######## watch_time_set_ctrl ########
### Register map, names as in the netlist, watch_time_set_ctrl

Other sequential cells in the stronger grey, the rest of the logic in the fainter grey.
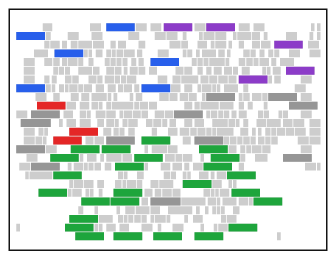

==> src/rtl/watch_time_set_ctrl.sv <==
// watch_time_set_ctrl: sequences manual time setting of the watch datapath.
// Freezes the watch, snapshots the live time into a shadow register, lets the
// user step hour/min/sec with wrap-around, then writes the shadow back with a
// single-cycle load strobe. Also generates the blink enable for the FND.
//
// state       | meaning
// ------------+-----------------------------------------------------------
// S_IDLE      | watch running, waiting for a rising edge on i_edit
// S_CAPTURE   | one cycle: shadow <= live time with msec cleared
// S_EDIT_HOUR | hour field selected, up/down adjust hour
// S_EDIT_MIN  | minute field selected
// S_EDIT_SEC  | second field selected
// S_COMMIT    | one cycle: o_load strobes the shadow into the watch
module watch_time_set_ctrl #(
   parameter int unsigned CLK_HZ   = 100_000_000,
   parameter int unsigned BLINK_HZ = 2
) (
   input  logic        clk,
   input  logic        reset,
   input  logic        i_edit,
   input  logic        i_btn_next,
   input  logic        i_btn_up,
   input  logic        i_btn_down,
   input  logic [23:0] i_time,
   output logic        o_run,
   output logic        o_load,
   output logic [23:0] o_load_time,
   output logic [1:0]  o_field_sel,
   output logic        o_blink
);

   // Cycles between blink toggles; clamped so tiny clock settings still work.
   localparam int unsigned BLINK_HALF =
      (CLK_HZ / (2 * BLINK_HZ) > 0) ? CLK_HZ / (2 * BLINK_HZ) : 1;
   localparam int unsigned CNT_W = (BLINK_HALF > 1) ? $clog2(BLINK_HALF) : 1;
   localparam logic [CNT_W-1:0] CNT_TC = CNT_W'(BLINK_HALF - 1);

   localparam logic [5:0] HOUR_MAX = 6'd23;
   localparam logic [5:0] MS_MAX   = 6'd59;

   typedef enum logic [2:0] {
      S_IDLE,
      S_CAPTURE,
      S_EDIT_HOUR,
      S_EDIT_MIN,
      S_EDIT_SEC,
      S_COMMIT
   } state_t;

   state_t           r_state;
   state_t           w_next_state;
   logic             r_edit_d;
   logic [4:0]       r_hour;
   logic [5:0]       r_min;
   logic [5:0]       r_sec;
   logic             r_run;
   logic             r_load;
   logic [1:0]       r_field_sel;
   logic             r_blink;
   logic [CNT_W-1:0] r_blink_cnt;

   logic       w_in_edit;
   logic       w_next_in_edit;
   logic       w_btn_live;
   logic       w_up;
   logic       w_dn;
   logic       w_btn_any;
   logic [4:0] w_hour_step;
   logic [5:0] w_min_step;
   logic [5:0] w_sec_step;
   logic       w_unused;

   // Field code presented on o_field_sel for a given state.
   function automatic logic [1:0] field_of(input state_t s);
      logic [1:0] f;
      case (s)
         S_EDIT_HOUR: f = 2'd3;
         S_EDIT_MIN:  f = 2'd2;
         S_EDIT_SEC:  f = 2'd1;
         default:     f = 2'd0;
      endcase
      return f;
   endfunction

   // One step up or down with wrap. Out-of-range captured values snap into
   // range: up wraps to 0, down lands on the maximum.
   function automatic logic [5:0] step_wrap(input logic [5:0] v,
                                            input logic [5:0] v_max,
                                            input logic       up);
      logic [5:0] r;
      if (up) r = (v >= v_max) ? 6'd0 : v + 6'd1;
      else    r = ((v == 6'd0) || (v > v_max)) ? v_max : v - 6'd1;
      return r;
   endfunction

   assign w_in_edit      = (field_of(r_state) != 2'd0);
   assign w_next_in_edit = (field_of(w_next_state) != 2'd0);

   // Buttons only count while editing and not leaving edit mode this cycle.
   assign w_btn_live = w_in_edit & i_edit;
   assign w_up       = w_btn_live & i_btn_up & ~i_btn_down;
   assign w_dn       = w_btn_live & i_btn_down & ~i_btn_up;
   assign w_btn_any  = w_btn_live & (i_btn_next | i_btn_up | i_btn_down);

   assign w_hour_step = 5'(step_wrap({1'b0, r_hour}, HOUR_MAX, w_up));
   assign w_min_step  = step_wrap(r_min, MS_MAX, w_up);
   assign w_sec_step  = step_wrap(r_sec, MS_MAX, w_up);

   // msec of the live time is never captured; the shadow always holds 0 there.
   assign w_unused = &{1'b0, i_time[6:0]};

   // State register and i_edit history for edge detection.
   always_ff @(posedge clk or posedge reset) begin
      if (reset) begin
         r_state  <= S_IDLE;
         r_edit_d <= 1'b0;
      end else begin
         r_state  <= w_next_state;
         r_edit_d <= i_edit;
      end
   end

   // Next-state logic; dropping i_edit wins over any button in edit states.
   always_comb begin
      w_next_state = r_state;
      case (r_state)
         S_IDLE:      if (i_edit && !r_edit_d) w_next_state = S_CAPTURE;
         S_CAPTURE:   w_next_state = S_EDIT_HOUR;
         S_EDIT_HOUR: begin
            if (!i_edit)         w_next_state = S_COMMIT;
            else if (i_btn_next) w_next_state = S_EDIT_MIN;
         end
         S_EDIT_MIN:  begin
            if (!i_edit)         w_next_state = S_COMMIT;
            else if (i_btn_next) w_next_state = S_EDIT_SEC;
         end
         S_EDIT_SEC:  begin
            if (!i_edit)         w_next_state = S_COMMIT;
            else if (i_btn_next) w_next_state = S_EDIT_HOUR;
         end
         S_COMMIT:    w_next_state = S_IDLE;
         default:     w_next_state = S_IDLE;
      endcase
   end

   // Registered control outputs, decoded from the state being entered.
   always_ff @(posedge clk or posedge reset) begin
      if (reset) begin
         r_run       <= 1'b1;
         r_load      <= 1'b0;
         r_field_sel <= 2'd0;
      end else begin
         r_run       <= (w_next_state == S_IDLE);
         r_load      <= (w_next_state == S_COMMIT);
         r_field_sel <= field_of(w_next_state);
      end
   end

   // Shadow time: snapshot in CAPTURE, then per-field adjustment while editing.
   // The adjustment uses the field selected before a simultaneous next press.
   always_ff @(posedge clk or posedge reset) begin
      if (reset) begin
         r_hour <= 5'd0;
         r_min  <= 6'd0;
         r_sec  <= 6'd0;
      end else if (r_state == S_CAPTURE) begin
         r_hour <= i_time[23:19];
         r_min  <= i_time[18:13];
         r_sec  <= i_time[12:7];
      end else if (w_up || w_dn) begin
         case (r_state)
            S_EDIT_HOUR: r_hour <= w_hour_step;
            S_EDIT_MIN:  r_min  <= w_min_step;
            S_EDIT_SEC:  r_sec  <= w_sec_step;
            default:     ;
         endcase
      end
   end

   // Blink timer: runs only while staying in an edit state; any button or a
   // fresh entry restarts it with the field shown.
   always_ff @(posedge clk or posedge reset) begin
      if (reset) begin
         r_blink_cnt <= '0;
         r_blink     <= 1'b1;
      end else if (!w_next_in_edit || !w_in_edit || w_btn_any) begin
         r_blink_cnt <= '0;
         r_blink     <= 1'b1;
      end else if (r_blink_cnt == CNT_TC) begin
         r_blink_cnt <= '0;
         r_blink     <= ~r_blink;
      end else begin
         r_blink_cnt <= r_blink_cnt + 1'b1;
      end
   end

   assign o_run       = r_run;
   assign o_load      = r_load;
   assign o_load_time = {r_hour, r_min, r_sec, 7'd0};
   assign o_field_sel = r_field_sel;
   assign o_blink     = r_blink;

endmodule

==> config.mk <==
export PLATFORM = sky130hd
export DESIGN_NAME = watch_time_set_ctrl
export DESIGN_NICKNAME = d
export VERILOG_FILES = /design/src/rtl/watch_time_set_ctrl.sv
export SDC_FILE = /design/constraint.sdc
export NUM_CORES = 1
export LEC_CHECK = 0
export CORE_ASPECT_RATIO = 0.75
export CORE_MARGIN = 1.5
export CORE_UTILIZATION = 50
export DETAILED_ROUTE_END_ITERATION = 10
export PLACE_DENSITY = 0.76
export SYNTH_ARGS = -nofsm -noshare
export SYNTH_HDL_FRONTEND = slang
export SYNTH_SLANG_ARGS = --single-unit
==> constraint.sdc <==
create_clock -name clk -period 2.1 [get_ports clk]
set_input_delay 0.42 -clock clk [delete_from_list [all_inputs] [get_ports clk]]
set_output_delay 0.42 -clock clk [all_outputs]
set_load 0.005 [all_outputs]
######## mr_wb_arb ########
--- config.mk ---
export PLATFORM = sky130hd
export DESIGN_NAME = mr_wb_arb
export DESIGN_NICKNAME = d
export VERILOG_FILES = /design/src/rtl/mr_wb_arb.sv
export SDC_FILE = /design/constraint.sdc
export NUM_CORES = 1
export LEC_CHECK = 0
export CORE_MARGIN = 2
export CORE_UTILIZATION = 46
export DETAILED_ROUTE_END_ITERATION = 8
export MAX_ROUTING_LAYER = met4
export PLACE_DENSITY = 0.7
export SYNTH_ARGS = -nofsm -noshare
export SYNTH_HDL_FRONTEND = slang
export SYNTH_SLANG_ARGS = --single-unit
export TNS_END_PERCENT = 1
--- constraint.sdc ---
create_clock -name clk -period 4.9 [get_ports clk]
set_input_delay 0.735 -clock clk [delete_from_list [all_inputs] [get_ports clk]]
set_output_delay 0.735 -clock clk [all_outputs]
set_load 0.1 [all_outputs]
--- src/rtl/mr_wb_arb.sv ---
// Writeback arbiter: two producer FIFOs (ALU, LSU) merged onto decode's single
// register-file write port, round-robin with program-order override on same-register heads.

module mr_wb_arb_fifo #(
  parameter  int W     = 8,
  parameter  int DEPTH = 2,
  localparam int PW    = $clog2(DEPTH),
  localparam int CW    = PW + 1
) (
  input  logic          clk,
  input  logic          rst,
  input  logic          push_i,
  input  logic          pop_i,
  input  logic [W-1:0]  din_i,
  output logic [W-1:0]  head_o,
  output logic [CW-1:0] count_o,
  output logic          ready_o
);
  logic [W-1:0]  mem_q [DEPTH];
  logic [PW-1:0] wr_ptr_q, wr_ptr_d, rd_ptr_q, rd_ptr_d;
  logic [CW-1:0] cnt_q, cnt_d;

  always_comb begin
    wr_ptr_d = wr_ptr_q;
    rd_ptr_d = rd_ptr_q;
    cnt_d    = cnt_q;
    if (push_i) wr_ptr_d = wr_ptr_q + PW'(1);
    if (pop_i)  rd_ptr_d = rd_ptr_q + PW'(1);
    if (push_i && !pop_i)      cnt_d = cnt_q + CW'(1);
    else if (pop_i && !push_i) cnt_d = cnt_q - CW'(1);
  end

  always_ff @(posedge clk) begin
    if (rst) begin
      wr_ptr_q <= '0;
      rd_ptr_q <= '0;
      cnt_q    <= '0;
    end else begin
      wr_ptr_q <= wr_ptr_d;
      rd_ptr_q <= rd_ptr_d;
      cnt_q    <= cnt_d;
    end
  end

  // Storage needs no reset: cnt_q gates every read.
  always_ff @(posedge clk) begin
    if (push_i) mem_q[wr_ptr_q] <= din_i;
  end

  // Ready looks only at the registered count, never at a same-cycle pop.
  assign ready_o = !rst && (cnt_q < CW'(DEPTH));
  assign head_o  = mem_q[rd_ptr_q];
  assign count_o = cnt_q;

`ifndef SYNTHESIS
  always_ff @(posedge clk) begin
    if (!rst) begin
      assert (cnt_q <= CW'(DEPTH)) else $error("mr_wb_arb_fifo: count overflow");
      assert (!(pop_i && cnt_q == '0)) else $error("mr_wb_arb_fifo: pop from empty");
    end
  end
`endif
endmodule

module mr_wb_arb #(
  parameter int XLEN        = 32,
  parameter int REGSEL_BITS = 5,
  parameter int INSTID_BITS = 4,
  parameter int FIFO_DEPTH  = 2
) (
  input  logic                   clk,
  input  logic                   rst,
  input  logic                   alu_wb_valid,
  output logic                   alu_wb_ready,
  input  logic [INSTID_BITS-1:0] alu_wb_inst_id,
  input  logic [REGSEL_BITS-1:0] alu_wb_reg,
  input  logic [XLEN-1:0]        alu_wb_val,
  input  logic                   lsu_wb_valid,
  output logic                   lsu_wb_ready,
  input  logic [INSTID_BITS-1:0] lsu_wb_inst_id,
  input  logic [REGSEL_BITS-1:0] lsu_wb_reg,
  input  logic [XLEN-1:0]        lsu_wb_val,
  output logic                   wb_valid,
  output logic [REGSEL_BITS-1:0] wb_reg,
  output logic [XLEN-1:0]        wb_val,
  output logic [INSTID_BITS-1:0] wb_inst_id
);
  localparam int NSRC = 2;
  localparam int ALU  = 0;
  localparam int LSU  = 1;
  localparam int CW   = $clog2(FIFO_DEPTH) + 1;

  typedef struct packed {
    logic [INSTID_BITS-1:0] id;
    logic [REGSEL_BITS-1:0] rd;
    logic [XLEN-1:0]        val;
  } wb_ent_t;
  localparam int EW = $bits(wb_ent_t);

  wb_ent_t [NSRC-1:0]         in_ent, head;
  logic    [NSRC-1:0]         in_vld, rdy, push, pop, ne;
  logic    [NSRC-1:0][CW-1:0] cnt;

  assign in_ent[ALU] = {alu_wb_inst_id, alu_wb_reg, alu_wb_val};
  assign in_ent[LSU] = {lsu_wb_inst_id, lsu_wb_reg, lsu_wb_val};
  assign in_vld      = {lsu_wb_valid, alu_wb_valid};
  assign alu_wb_ready = rdy[ALU];
  assign lsu_wb_ready = rdy[LSU];

  for (genvar s = 0; s < NSRC; s++) begin : g_src
    // x0 writes complete the handshake but are never buffered.
    assign push[s] = in_vld[s] && rdy[s] && (in_ent[s].rd != '0);
    assign ne[s]   = (cnt[s] != '0);
    mr_wb_arb_fifo #(.W(EW), .DEPTH(FIFO_DEPTH)) u_fifo (
      .clk     (clk),
      .rst     (rst),
      .push_i  (push[s]),
      .pop_i   (pop[s]),
      .din_i   (in_ent[s]),
      .head_o  (head[s]),
      .count_o (cnt[s]),
      .ready_o (rdy[s])
    );
  end

  logic                   last_lsu_q, last_lsu_d;
  logic                   wb_valid_q, wb_valid_d;
  wb_ent_t                wb_q, wb_d;
  logic                   gnt_any, gnt_lsu, same_rd;
  logic [INSTID_BITS-1:0] age;
  wb_ent_t                gnt_ent;

  // Same destination: older id wins (age MSB set => ALU older), so the later write lands last.
  always_comb begin
    gnt_any = 1'b0;
    gnt_lsu = 1'b0;
    same_rd = (head[ALU].rd == head[LSU].rd);
    age     = head[ALU].id - head[LSU].id;
    if (ne[ALU] && ne[LSU]) begin
      gnt_any = 1'b1;
      if (same_rd) gnt_lsu = !age[INSTID_BITS-1] && (age != '0);
      else         gnt_lsu = !last_lsu_q;
    end else if (ne[ALU]) begin
      gnt_any = 1'b1;
    end else if (ne[LSU]) begin
      gnt_any = 1'b1;
      gnt_lsu = 1'b1;
    end
  end

  assign pop[ALU] = !rst && gnt_any && !gnt_lsu;
  assign pop[LSU] = !rst && gnt_any && gnt_lsu;
  assign gnt_ent  = gnt_lsu ? head[LSU] : head[ALU];

  always_comb begin
    wb_valid_d = gnt_any;
    wb_d       = wb_q;
    last_lsu_d = last_lsu_q;
    if (gnt_any) begin
      wb_d       = gnt_ent;
      last_lsu_d = gnt_lsu;
    end
  end

  // last_lsu resets to 1 so the ALU wins the first round-robin tie.
  always_ff @(posedge clk) begin
    if (rst) begin
      wb_valid_q <= 1'b0;
      wb_q       <= '0;
      last_lsu_q <= 1'b1;
    end else begin
      wb_valid_q <= wb_valid_d;
      wb_q       <= wb_d;
      last_lsu_q <= last_lsu_d;
    end
  end

  assign wb_valid   = wb_valid_q;
  assign wb_reg     = wb_q.rd;
  assign wb_val     = wb_q.val;
  assign wb_inst_id = wb_q.id;

`ifndef SYNTHESIS
  always_ff @(posedge clk) begin
    if (!rst && ne[ALU] && ne[LSU] && same_rd)
      assert (head[ALU].id != head[LSU].id) else $error("mr_wb_arb: equal inst_id on same-register heads");
  end
`endif
endmodule

######## load_store_queue ########
<file path="config.mk">
export PLATFORM = sky130hd
export DESIGN_NAME = load_store_queue
export DESIGN_NICKNAME = d
export VERILOG_FILES = /design/src/rtl/load_store_queue_pkg.sv /design/src/rtl/load_store_queue_extend.sv /design/src/rtl/load_store_queue.sv
export SDC_FILE = /design/constraint.sdc
export NUM_CORES = 1
export LEC_CHECK = 0
export ABC_AREA = 1
export CORE_UTILIZATION = 59
export DETAILED_ROUTE_END_ITERATION = 7
export PLACE_DENSITY = 0.76
export SYNTH_ARGS = -nofsm -noshare
export SYNTH_HDL_FRONTEND = slang
export SYNTH_HIERARCHICAL = 1
export SYNTH_SLANG_ARGS = --single-unit
export TNS_END_PERCENT = 20
</file>
<file path="constraint.sdc">
create_clock -name clk -period 32.2 [get_ports clk]
set_input_delay 4.83 -clock clk [delete_from_list [all_inputs] [get_ports clk]]
set_output_delay 4.83 -clock clk [all_outputs]
set_load 0.01 [all_outputs]
</file>
<file path="src/rtl/load_store_queue_pkg.sv">
// Shared types for the load/store queue: memory sizes, bus commands,
// queue entry layout and controller states.
package load_store_queue_pkg;

    localparam int XLEN      = 32;
    localparam int LSQ_TAG_W = 5;

    typedef enum logic [2:0] {
        BYTE   = 3'd0,
        HALF   = 3'd1,
        WORD   = 3'd2,
        DOUBLE = 3'd3
    } MEM_SIZE;

    typedef enum logic [1:0] {
        BUS_NONE  = 2'd0,
        BUS_LOAD  = 2'd1,
        BUS_STORE = 2'd2
    } BUS_COMMAND;

    typedef struct packed {
        logic                 valid;
        logic                 is_store;
        logic                 unsigned_ld;
        logic [2:0]           size;
        logic [XLEN-1:0]      addr;
        logic [XLEN-1:0]      data;
        logic [LSQ_TAG_W-1:0] tag;
    } lsq_entry_t;

    typedef enum logic [1:0] {
        LSQ_IDLE,
        LSQ_WAIT,
        LSQ_DRAIN
    } lsq_state_t;

endpackage

</file>
<file path="src/rtl/load_store_queue_extend.sv">
// Load data extension: selects the low byte/half/word of the cache data and
// sign- or zero-extends it to XLEN; DOUBLE (and unknown sizes) pass through.
module load_data_extend
    import load_store_queue_pkg::*;
(
    input  logic [XLEN-1:0] raw_data,
    input  logic [2:0]      size,
    input  logic            is_unsigned,
    output logic [XLEN-1:0] ext_data
);

    logic [XLEN-1:0] keep_mask;
    logic            sign_bit;

    // Pick the field width and its sign bit, then fill the upper bits.
    always_comb begin
        keep_mask = '1;
        sign_bit  = 1'b0;
        case (size)
            BYTE: begin
                keep_mask = XLEN'(8'hFF);
                sign_bit  = raw_data[7];
            end
            HALF: begin
                keep_mask = XLEN'(16'hFFFF);
                sign_bit  = raw_data[15];
            end
            WORD: begin
                keep_mask = XLEN'(32'hFFFF_FFFF);
                sign_bit  = raw_data[31];
            end
            default: begin
                keep_mask = '1;
                sign_bit  = 1'b0;
            end
        endcase
        ext_data = (raw_data & keep_mask) | ({XLEN{sign_bit & ~is_unsigned}} & ~keep_mask);
    end

endmodule

</file>
<file path="src/rtl/load_store_queue.sv">
// In-order load/store queue. Issues one request at a time to the D-cache,
// holds it until the cache completes, then broadcasts loads on the CDB or
// reports store completion to the ROB.
module load_store_queue
    import load_store_queue_pkg::*;
#(
    parameter int LSQ_DEPTH = 8,
    parameter int TAG_W     = LSQ_TAG_W
) (
    input  logic             clk,
    input  logic             rst,
    input  logic             dispatch_valid,
    input  logic             dispatch_is_store,
    input  logic [2:0]       dispatch_size,
    input  logic             dispatch_unsigned,
    input  logic [XLEN-1:0]  dispatch_addr,
    input  logic [XLEN-1:0]  dispatch_data,
    input  logic [TAG_W-1:0] dispatch_tag,
    output logic             lsq_full,
    input  logic             rob_head_valid,
    input  logic [TAG_W-1:0] rob_head_tag,
    input  logic             flush,
    output logic [XLEN-1:0]  proc2cache_addr,
    output logic [XLEN-1:0]  proc2cache_data,
    output logic [2:0]       proc2cache_size,
    output BUS_COMMAND       proc2cache_command,
    input  logic [XLEN-1:0]  cache2proc_data,
    input  logic             cache2proc_valid,
    output logic             cdb_valid,
    output logic [TAG_W-1:0] cdb_tag,
    output logic [XLEN-1:0]  cdb_data,
    output logic             store_done_valid,
    output logic [TAG_W-1:0] store_done_tag
);

    localparam int PTR_W = $clog2(LSQ_DEPTH);
    localparam int CNT_W = PTR_W + 1;

    lsq_entry_t       mem_q [LSQ_DEPTH];
    lsq_entry_t       mem_d [LSQ_DEPTH];
    logic [PTR_W-1:0] head_q, head_d, tail_q, tail_d;
    logic [CNT_W-1:0] count_q, count_d;
    lsq_state_t       state_q, state_d;

    logic [XLEN-1:0]  req_addr_q, req_addr_d;
    logic [XLEN-1:0]  req_data_q, req_data_d;
    logic [2:0]       req_size_q, req_size_d;
    BUS_COMMAND       req_cmd_q, req_cmd_d;

    logic             cdb_valid_q, cdb_valid_d;
    logic [TAG_W-1:0] cdb_tag_q, cdb_tag_d;
    logic [XLEN-1:0]  cdb_data_q, cdb_data_d;
    logic             sd_valid_q, sd_valid_d;
    logic [TAG_W-1:0] sd_tag_q, sd_tag_d;

    lsq_entry_t       head_entry;
    logic [XLEN-1:0]  ext_data;
    logic             head_eligible;
    logic             push;
    logic             pop;
    logic             keep_store;

    assign head_entry = mem_q[head_q];
    assign lsq_full   = (count_q == CNT_W'(LSQ_DEPTH));

    load_data_extend u_extend (
        .raw_data    (cache2proc_data),
        .size        (head_entry.size),
        .is_unsigned (head_entry.unsigned_ld),
        .ext_data    (ext_data)
    );

    // Next-state logic: request FSM, completion reporting, queue pointers and flush.
    always_comb begin
        mem_d       = mem_q;
        head_d      = head_q;
        tail_d      = tail_q;
        count_d     = count_q;
        state_d     = state_q;
        req_addr_d  = req_addr_q;
        req_data_d  = req_data_q;
        req_size_d  = req_size_q;
        req_cmd_d   = req_cmd_q;
        cdb_valid_d = 1'b0;
        cdb_tag_d   = cdb_tag_q;
        cdb_data_d  = cdb_data_q;
        sd_valid_d  = 1'b0;
        sd_tag_d    = sd_tag_q;
        pop         = 1'b0;
        keep_store  = 1'b0;

        push = dispatch_valid && !lsq_full && !flush;
        head_eligible = (count_q != '0) && head_entry.valid &&
                        (!head_entry.is_store ||
                         (rob_head_valid && (rob_head_tag == TAG_W'(head_entry.tag))));

        case (state_q)
            LSQ_IDLE: begin
                if (head_eligible && !flush) begin
                    req_addr_d = head_entry.addr;
                    req_data_d = head_entry.data;
                    req_size_d = head_entry.size;
                    req_cmd_d  = head_entry.is_store ? BUS_STORE : BUS_LOAD;
                    state_d    = LSQ_WAIT;
                end
            end
            LSQ_WAIT: begin
                if (cache2proc_valid) begin
                    req_cmd_d = BUS_NONE;
                    pop       = 1'b1;
                    state_d   = LSQ_IDLE;
                    if (head_entry.is_store) begin
                        sd_valid_d = 1'b1;
                        sd_tag_d   = TAG_W'(head_entry.tag);
                    end else if (!flush) begin
                        cdb_valid_d = 1'b1;
                        cdb_tag_d   = TAG_W'(head_entry.tag);
                        cdb_data_d  = ext_data;
                    end
                end else if (flush) begin
                    if (head_entry.is_store) begin
                        keep_store = 1'b1;
                    end else begin
                        state_d = LSQ_DRAIN;
                    end
                end
            end
            LSQ_DRAIN: begin
                if (cache2proc_valid) begin
                    req_cmd_d = BUS_NONE;
                    state_d   = LSQ_IDLE;
                end
            end
            default: state_d = LSQ_IDLE;
        endcase

        if (push) begin
            mem_d[tail_q] = '{valid:       1'b1,
                              is_store:    dispatch_is_store,
                              unsigned_ld: dispatch_unsigned,
                              size:        dispatch_size,
                              addr:        dispatch_addr,
                              data:        dispatch_data,
                              tag:         LSQ_TAG_W'(dispatch_tag)};
            tail_d = tail_q + 1'b1;
        end
        if (pop) begin
            mem_d[head_q].valid = 1'b0;
            head_d = head_q + 1'b1;
        end
        count_d = count_q + CNT_W'(push) - CNT_W'(pop);

        // A committed store already on the bus survives the squash as the
        // only entry, left at its current head slot.
        if (flush) begin
            for (int unsigned i = 0; i < LSQ_DEPTH; i++) begin
                if (!(keep_store && (PTR_W'(i) == head_q))) begin
                    mem_d[i].valid = 1'b0;
                end
            end
            if (keep_store) begin
                tail_d  = head_q + 1'b1;
                count_d = CNT_W'(1);
            end else begin
                head_d  = '0;
                tail_d  = '0;
                count_d = '0;
            end
        end
    end

    // State and output registers with asynchronous reset.
    always_ff @(posedge clk or posedge rst) begin
        if (rst) begin
            for (int unsigned i = 0; i < LSQ_DEPTH; i++) begin
                mem_q[i] <= '0;
            end
            head_q      <= '0;
            tail_q      <= '0;
            count_q     <= '0;
            state_q     <= LSQ_IDLE;
            req_addr_q  <= '0;
            req_data_q  <= '0;
            req_size_q  <= '0;
            req_cmd_q   <= BUS_NONE;
            cdb_valid_q <= 1'b0;
            cdb_tag_q   <= '0;
            cdb_data_q  <= '0;
            sd_valid_q  <= 1'b0;
            sd_tag_q    <= '0;
        end else begin
            mem_q       <= mem_d;
            head_q      <= head_d;
            tail_q      <= tail_d;
            count_q     <= count_d;
            state_q     <= state_d;
            req_addr_q  <= req_addr_d;
            req_data_q  <= req_data_d;
            req_size_q  <= req_size_d;
            req_cmd_q   <= req_cmd_d;
            cdb_valid_q <= cdb_valid_d;
            cdb_tag_q   <= cdb_tag_d;
            cdb_data_q  <= cdb_data_d;
            sd_valid_q  <= sd_valid_d;
            sd_tag_q    <= sd_tag_d;
        end
    end

    assign proc2cache_addr    = req_addr_q;
    assign proc2cache_data    = req_data_q;
    assign proc2cache_size    = req_size_q;
    assign proc2cache_command = req_cmd_q;
    assign cdb_valid          = cdb_valid_q;
    assign cdb_tag            = cdb_tag_q;
    assign cdb_data           = cdb_data_q;
    assign store_done_valid   = sd_valid_q;
    assign store_done_tag     = sd_tag_q;

endmodule
</file>
######## multibyte_add_sequencer ########
**config.mk**
```make
export PLATFORM = sky130hd
export DESIGN_NAME = multibyte_add_sequencer
export DESIGN_NICKNAME = d
export VERILOG_FILES = /design/src/rtl/madd_pkg.sv /design/src/rtl/multibyte_add_sequencer_byte_adder.sv /design/src/rtl/multibyte_add_sequencer.sv
export SDC_FILE = /design/constraint.sdc
export NUM_CORES = 1
export LEC_CHECK = 0
export ABC_AREA = 1
export ABC_CLOCK_PERIOD_IN_PS = 5500
export CAP_MARGIN = 20
export CELL_PAD_IN_SITES_DETAIL_PLACEMENT = 0
export CELL_PAD_IN_SITES_GLOBAL_PLACEMENT = 1
export CORE_ASPECT_RATIO = 2
export CORE_MARGIN = 8
export CORE_UTILIZATION = 40
export CTS_BUF_LIST = sky130_fd_sc_hd__clkbuf_2 sky130_fd_sc_hd__clkbuf_4 sky130_fd_sc_hd__clkbuf_8
export DETAILED_ROUTE_END_ITERATION = 8
export GPL_TIMING_DRIVEN = 0
export PLACE_DENSITY_LB_ADDON = 0.1
export SYNTH_ARGS = -nofsm -noshare
export SYNTH_HDL_FRONTEND = slang
export SYNTH_SLANG_ARGS = --single-unit
```
**constraint.sdc**
```tcl
create_clock -name clk -period 5.5 [get_ports clk]
set_clock_uncertainty 0.1 [all_clocks]
set_input_delay 1.1 -clock clk [delete_from_list [all_inputs] [get_ports clk]]
set_output_delay 1.1 -clock clk [all_outputs]
set_load 0.02 [all_outputs]
```
**src/rtl/madd_pkg.sv**
```systemverilog
// Shared constants and state type for the byte-serial multi-precision adder.
package madd_pkg;
  localparam int BYTE_W = 8;

  typedef enum logic [1:0] {
    IDLE = 2'd0,
    RUN  = 2'd1,
    DONE = 2'd2
  } madd_state_t;
endpackage

```
**src/rtl/multibyte_add_sequencer_byte_adder.sv**
```systemverilog
// One 8-bit adder slice with carry in/out, shared across all bytes of an operation.
module byte_adder
  import madd_pkg::*;
(
  input  logic [BYTE_W-1:0] a,
  input  logic [BYTE_W-1:0] b,
  input  logic              cin,
  output logic [BYTE_W-1:0] sum,
  output logic              cout
);

  logic [BYTE_W:0] total;

  assign total = {1'b0, a} + {1'b0, b} + {{BYTE_W{1'b0}}, cin};
  assign sum   = total[BYTE_W-1:0];
  assign cout  = total[BYTE_W];

endmodule

```
**src/rtl/multibyte_add_sequencer.sv**
```systemverilog
// Byte-serial NBYTES-wide adder: walks one byte_adder LSB-first, chaining carry in a register.
// Optional MADD_SUB_EN adds a sub input selecting a - b (B inverted, carry forced to 1).
module multibyte_add_sequencer
  import madd_pkg::*;
#(
  parameter int NBYTES = 4
) (
  input  logic                     clk,
  input  logic                     rst,
  input  logic                     start,
  input  logic [BYTE_W*NBYTES-1:0] a,
  input  logic [BYTE_W*NBYTES-1:0] b,
  input  logic                     cin,
`ifdef MADD_SUB_EN
  input  logic                     sub,
`endif
  output logic                     busy,
  output logic                     done,
  output logic [BYTE_W*NBYTES-1:0] sum,
  output logic                     cout
);

  // state | meaning
  // IDLE  | waiting for start, last result held
  // RUN   | one byte per cycle, idx = byte being added
  // DONE  | sum/cout final; start here chains the next operation

  localparam int W     = BYTE_W * NBYTES;
  localparam int IDX_W = (NBYTES > 1) ? $clog2(NBYTES) : 1;

  madd_state_t      state_q, state_d;
  logic [IDX_W-1:0] idx_q, idx_d;
  logic             carry_q, carry_d;
  logic [W-1:0]     a_q, a_d, b_q, b_d, sum_q, sum_d;
  logic             cout_q, cout_d;
  logic             sub_q, sub_d;

  logic [BYTE_W-1:0] a_byte, b_byte, add_sum;
  logic              add_cout, last_byte;

  assign a_byte    = a_q[BYTE_W*int'(idx_q) +: BYTE_W];
  assign last_byte = (idx_q == IDX_W'(NBYTES - 1));

`ifdef MADD_SUB_EN
  assign b_byte = sub_q ? ~b_q[BYTE_W*int'(idx_q) +: BYTE_W] : b_q[BYTE_W*int'(idx_q) +: BYTE_W];
`else
  assign b_byte = b_q[BYTE_W*int'(idx_q) +: BYTE_W];
`endif

  byte_adder u_byte_adder (
    .a    (a_byte),
    .b    (b_byte),
    .cin  (carry_q),
    .sum  (add_sum),
    .cout (add_cout)
  );

  always_comb begin
    state_d = state_q;
    idx_d   = idx_q;
    carry_d = carry_q;
    a_d     = a_q;
    b_d     = b_q;
    sum_d   = sum_q;
    cout_d  = cout_q;
    sub_d   = sub_q;

    case (state_q)
      RUN: begin
        sum_d[BYTE_W*int'(idx_q) +: BYTE_W] = add_sum;
        carry_d = add_cout;
        if (last_byte) begin
          state_d = DONE;
          cout_d  = add_cout;
        end else begin
          idx_d = idx_q + IDX_W'(1);
        end
      end
      default: begin
        // IDLE and DONE both accept; DONE otherwise falls back to IDLE
        if (start) begin
          state_d = RUN;
          idx_d   = '0;
          a_d     = a;
          b_d     = b;
`ifdef MADD_SUB_EN
          sub_d   = sub;
          carry_d = sub ? 1'b1 : cin;
`else
          sub_d   = 1'b0;
          carry_d = cin;
`endif
        end else begin
          state_d = IDLE;
        end
      end
    endcase
  end

  always_ff @(posedge clk) begin
    if (rst) begin
      state_q <= IDLE;
      idx_q   <= '0;
      carry_q <= 1'b0;
      a_q     <= '0;
      b_q     <= '0;
      sum_q   <= '0;
      cout_q  <= 1'b0;
      sub_q   <= 1'b0;
    end else begin
      state_q <= state_d;
      idx_q   <= idx_d;
      carry_q <= carry_d;
      a_q     <= a_d;
      b_q     <= b_d;
      sum_q   <= sum_d;
      cout_q  <= cout_d;
      sub_q   <= sub_d;
    end
  end

  assign busy = (state_q == RUN);
  assign done = (state_q == DONE);
  assign sum  = sum_q;
  assign cout = cout_q;

endmodule
```
### Routed clock nets over the placement, watch_time_set_ctrl

Bar = 20 um.
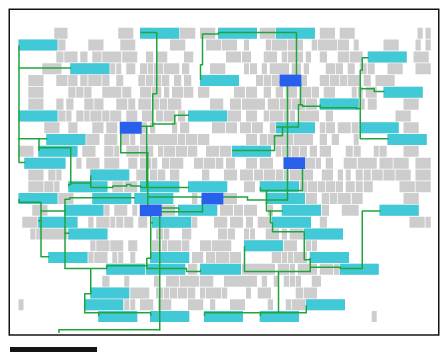
Key: blue = cells driving clock nets [count 5]; cyan = flip-flops [count 51]; green = clock wires [length 708 um]
There are 6 routed clock nets.
Clk pwr share: 13.7%
Clock Latency Late Sink: 0.31 ns

About 'Register map, names as in the netlist' of watch_time_set_ctrl:
Key: green = r_blink_cnt [flops 25]; red = r_state [flops 3]; purple = r_hour [flops 5, where upper right]; blue = r_min [flops 6]
Another 12 sequential cells are not coloured.

==> flow_summary_export.csv, watch_time_set_ctrl <==
group,metric,value,unit
detailed_routing,via_per_inst,5.88,
cts,tritoncts,"yes",
power_and_ir_drop,seq_power_share,36.1,%
status,violations,"DRC",
status,status,"finished, violations left",
setup_path,endpoint_kind,"output pin",
detailed_routing,wl_met2,3.38,mm
cells_and_area,nNetsFinal,487,
final_timing,period_minus_slack,2.00,ns
global_route,grt-ovfl-total,0,
detailed_routing,drcViolationCount,4,
placed_design,place.gp.congestion,0.878,
final_timing,layout_setup_ws,0.0965,ns
cells_and_area,fillCellCount,524,
cells_and_area,layout-drive-gt1-share,12.0,%
floorplanning,num_rows,25,
final_timing,hold_violations,0,
cts,cts-hold-fix-buffers,0,
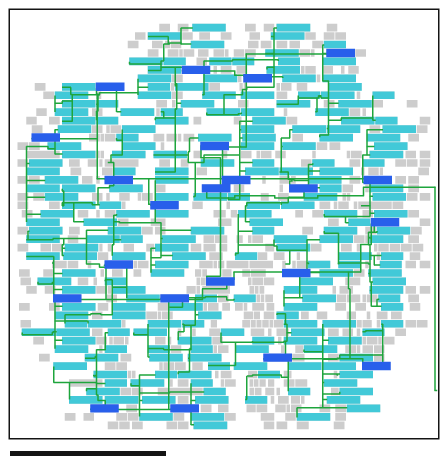
*Routed clock nets over the placement, mr_wb_arb*
Bar = 50 um.
Key: cyan = flip-flops [count 217]; blue = cells driving clock nets [count 22]; green = clock wires [length 2350 um]
There are 23 routed clock nets.
Clock Latency Late Sink: 0.49 ns
clock skew: 0.00861 ns

==> flow_summary_export.csv, mr_wb_arb <==
group,metric,value,unit
yosys,netlist.area_leader.share,60.0,%
setup_path,critPathRequiredTime,5.31,ns
min_path,hp-start,"wb_val[9]",
final_timing,worst_pin_slew,1.04,ns
min_path,min_delay_path_depth,1,
power_and_ir_drop,power_frac_comb,35.1,%
cells_and_area,area_growth,28.4,%
cells_and_area,nMultiInputCombCells,271,
cells_and_area,seqAreaFraction,56.8,%
final_timing,setup_violations,0,
floorplanning,chip_area,0.0189,mm^2
setup_path,path_cells,"buf_4, mux2i_1, xor2_1, nor3_1, and4b_4, o31a_2, nand2b_1, ha_1, or3_1, a21oi_1",
floorplanning,die_h,138,um
cts,ctsRootBufferMaster,"clkbuf_16",
final_timing,period_used_share,78.9,%
power_and_ir_drop,clock_power_share,27.8,%
cts,clkTransAtPathRegs,0.06,ns
cells_and_area,fillCellCount,1299,
yosys,yosys_warnings,0,
detailed_routing,vias,4798,
yosys,fa_ha_area_share,1.01,%
cells_and_area,num-clock-buffers,31,
yosys,synthCells,521,
setup_path,crit_type,"flip-flop to flip-flop",
power_and_ir_drop,comb_power,2290,uW
status,status,"finished clean",
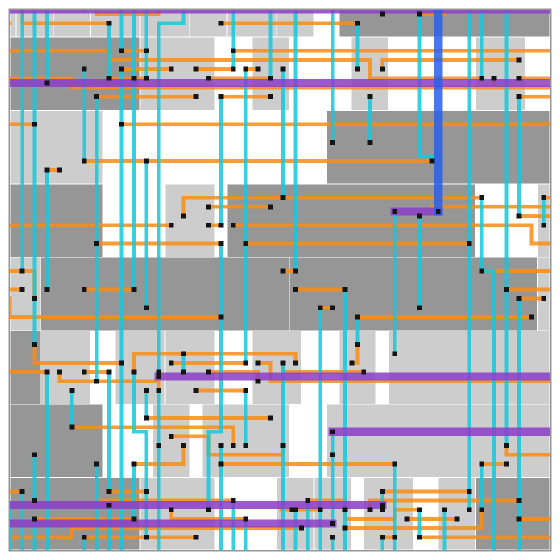
*Layout detail, load_store_queue*
Region (49, 49) to (69, 69) um. Cells in grey, sequential cells in the stronger grey; small squares are vias.
Key: orange = met1; blue = met4; cyan = met2; purple = met3
26 logic cells have their middle in the window. Most frequent: o21ai_0 (6), dfrtp_1 (6), nand2_1 (5). Netlist names of flops here include proc2cache_addr (1). Sequential cells in the window: 6.

==> flow_summary_export.csv, load_store_queue <==
group,metric,value,unit
global_route,antenna_found_initial,2,
setup_path,critPathRequiredTime,32.73,ns
cells_and_area,layout.cells.most_common,"nand2_1",
floorplanning,core_area,0.0530,mm^2
cts,cts_resized,0,
power_and_ir_drop,power_frac_comb,28.8,%
setup_path,critPathLaunchType,"input pin",
global_route,use_met2,50.2,%
final_timing,setup_tns,0,ns
cts,clkLatencyLatePin,0.61,ns
yosys,yosys_warnings,6,
global_route,top_usage_layer,"met2",
placed_design,placed_area,0.0341,mm^2
power_and_ir_drop,total_power,3360,uW
cells_and_area,buffer_area_share,7.06,%
yosys,common_cells,"nand2_1, o21ai_0, dfrtp_1",
global_route,grt_pass1_wl,136,mm
status,status,"finished clean",
cells_and_area,num-nonclk-buffers,266,
floorplanning,n_tap_cell,688,
setup_path,crit_fanout,69,
detailed_routing,vias,26263,
cells_and_area,ff_count,725,
cells_and_area,area_growth,15.0,%
cts,cts-hold-fix-buffers,0,
cells_and_area,flop_area,0.0181,mm^2
### Clock wiring as the flow saved it, multibyte_add_sequencer

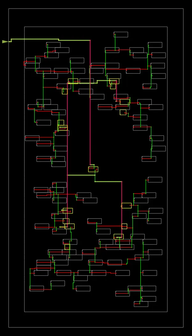
cts bufs inserted: 9
Clock Latency Late Sink: 0.38 ns
clk sinks: 102
flop count: 102
P_clk: 444 uW

==> flow_summary_export.csv, multibyte_add_sequencer <==
group,metric,value,unit
cells_and_area,layout-drive-gt1-share,7.22,%
min_path,hp-start,"sum[20]",
yosys,flop_cell,"dfxtp_1",
yosys,yosysMostFrequentCell,"nor2_1",
placed_design,placed_area,0.00577,mm^2
cells_and_area,fillCellCount,1168,
floorplanning,fp_util,40.8,%
placed_design,io_buffers,101,
global_route,use_met3,3.22,%
yosys,topCellsByArea,"dfxtp_1, nor2_1, o21ai_0, nand2_1, ha_1",
status,status,"finished clean",
power_and_ir_drop,power-top-group,"sequential cells",
detailed_routing,met1Wirelength,5.05,mm
yosys,common_cells,"nor2_1, dfxtp_1, o21ai_0",
setup_path,cp_slowest_cell,"dfxtp_1",
global_route,first_global_vias,4537,
cts,ctsRootBufferMaster,"clkbuf_8",
detailed_routing,via_per_inst,5.03,
global_route,grt-ovfl-total,0,
power_and_ir_drop,seq-power,825,uW

==> gallery <==
Wiring by layer.
Plate I
Bar = 20 um.
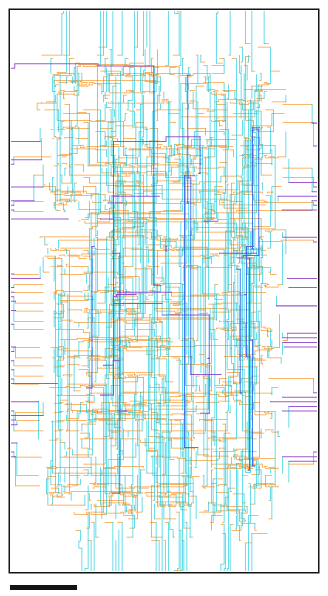
Plate II
Bar = 50 um.
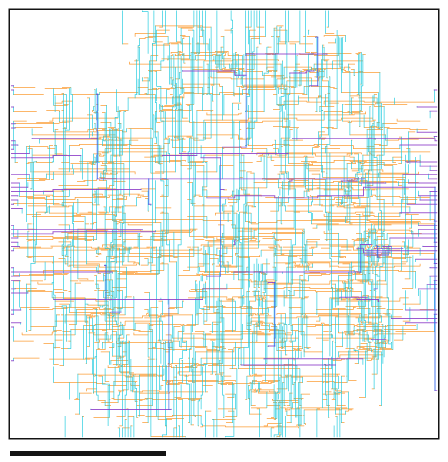
Plate III
Bar = 50 um.
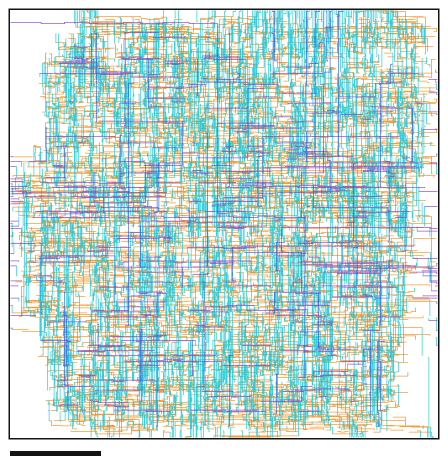
Plate IV
Bar = 20 um.
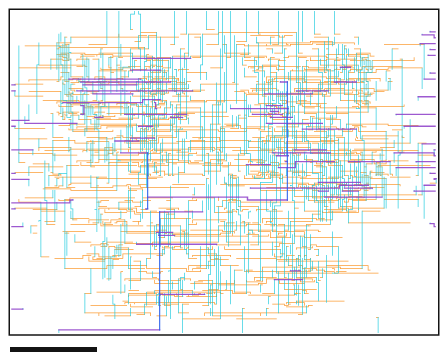
Plate III is load_store_queue.
Plate IV is watch_time_set_ctrl.
Plate II is mr_wb_arb.
Plate I is multibyte_add_sequencer.
Of these, most wire: Plate III
Of these, smallest die: Plate IV

Key to Plate III:
Key: blue = met4 [wire length 2590 um]; orange = met1 [wire length 35.7 mm]; cyan = met2 [wire length 40.7 mm]; purple = met3 [wire length 6180 um]



## Gallery

I/O pins on the die edge.
Pins as bars across the die edge, other pins in grey.
image #1
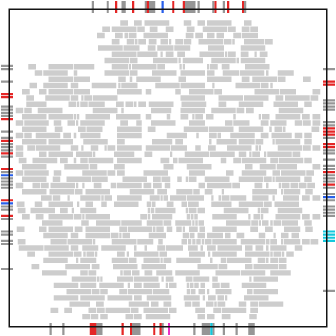
image #2
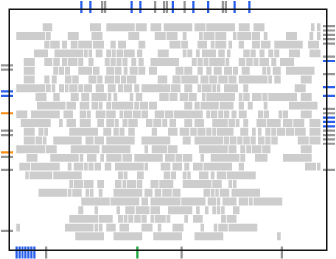
image #3
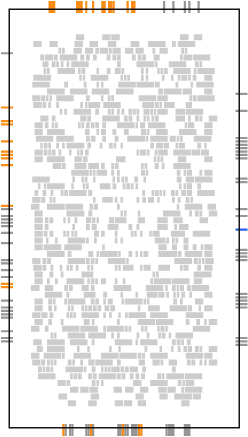
image #4
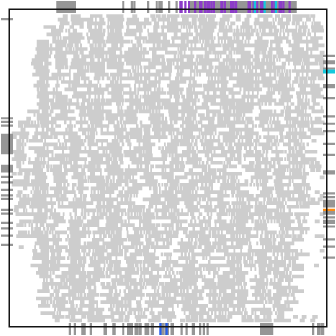
The one with the most pins is image #4.
Image #3 is multibyte_add_sequencer.
Image #1 is mr_wb_arb.
Image #4 is load_store_queue.
Image #2 is watch_time_set_ctrl.

Key to image #3:
Key: orange = b [pins 32, direction input, edge 16 top, 11 left, 5 bottom]; blue = busy [pins 1, direction output, edge right]
All pins by edge: 31 left, 26 right, 25 bottom, 21 top.

Power is estimated from default activity; no workload was simulated.
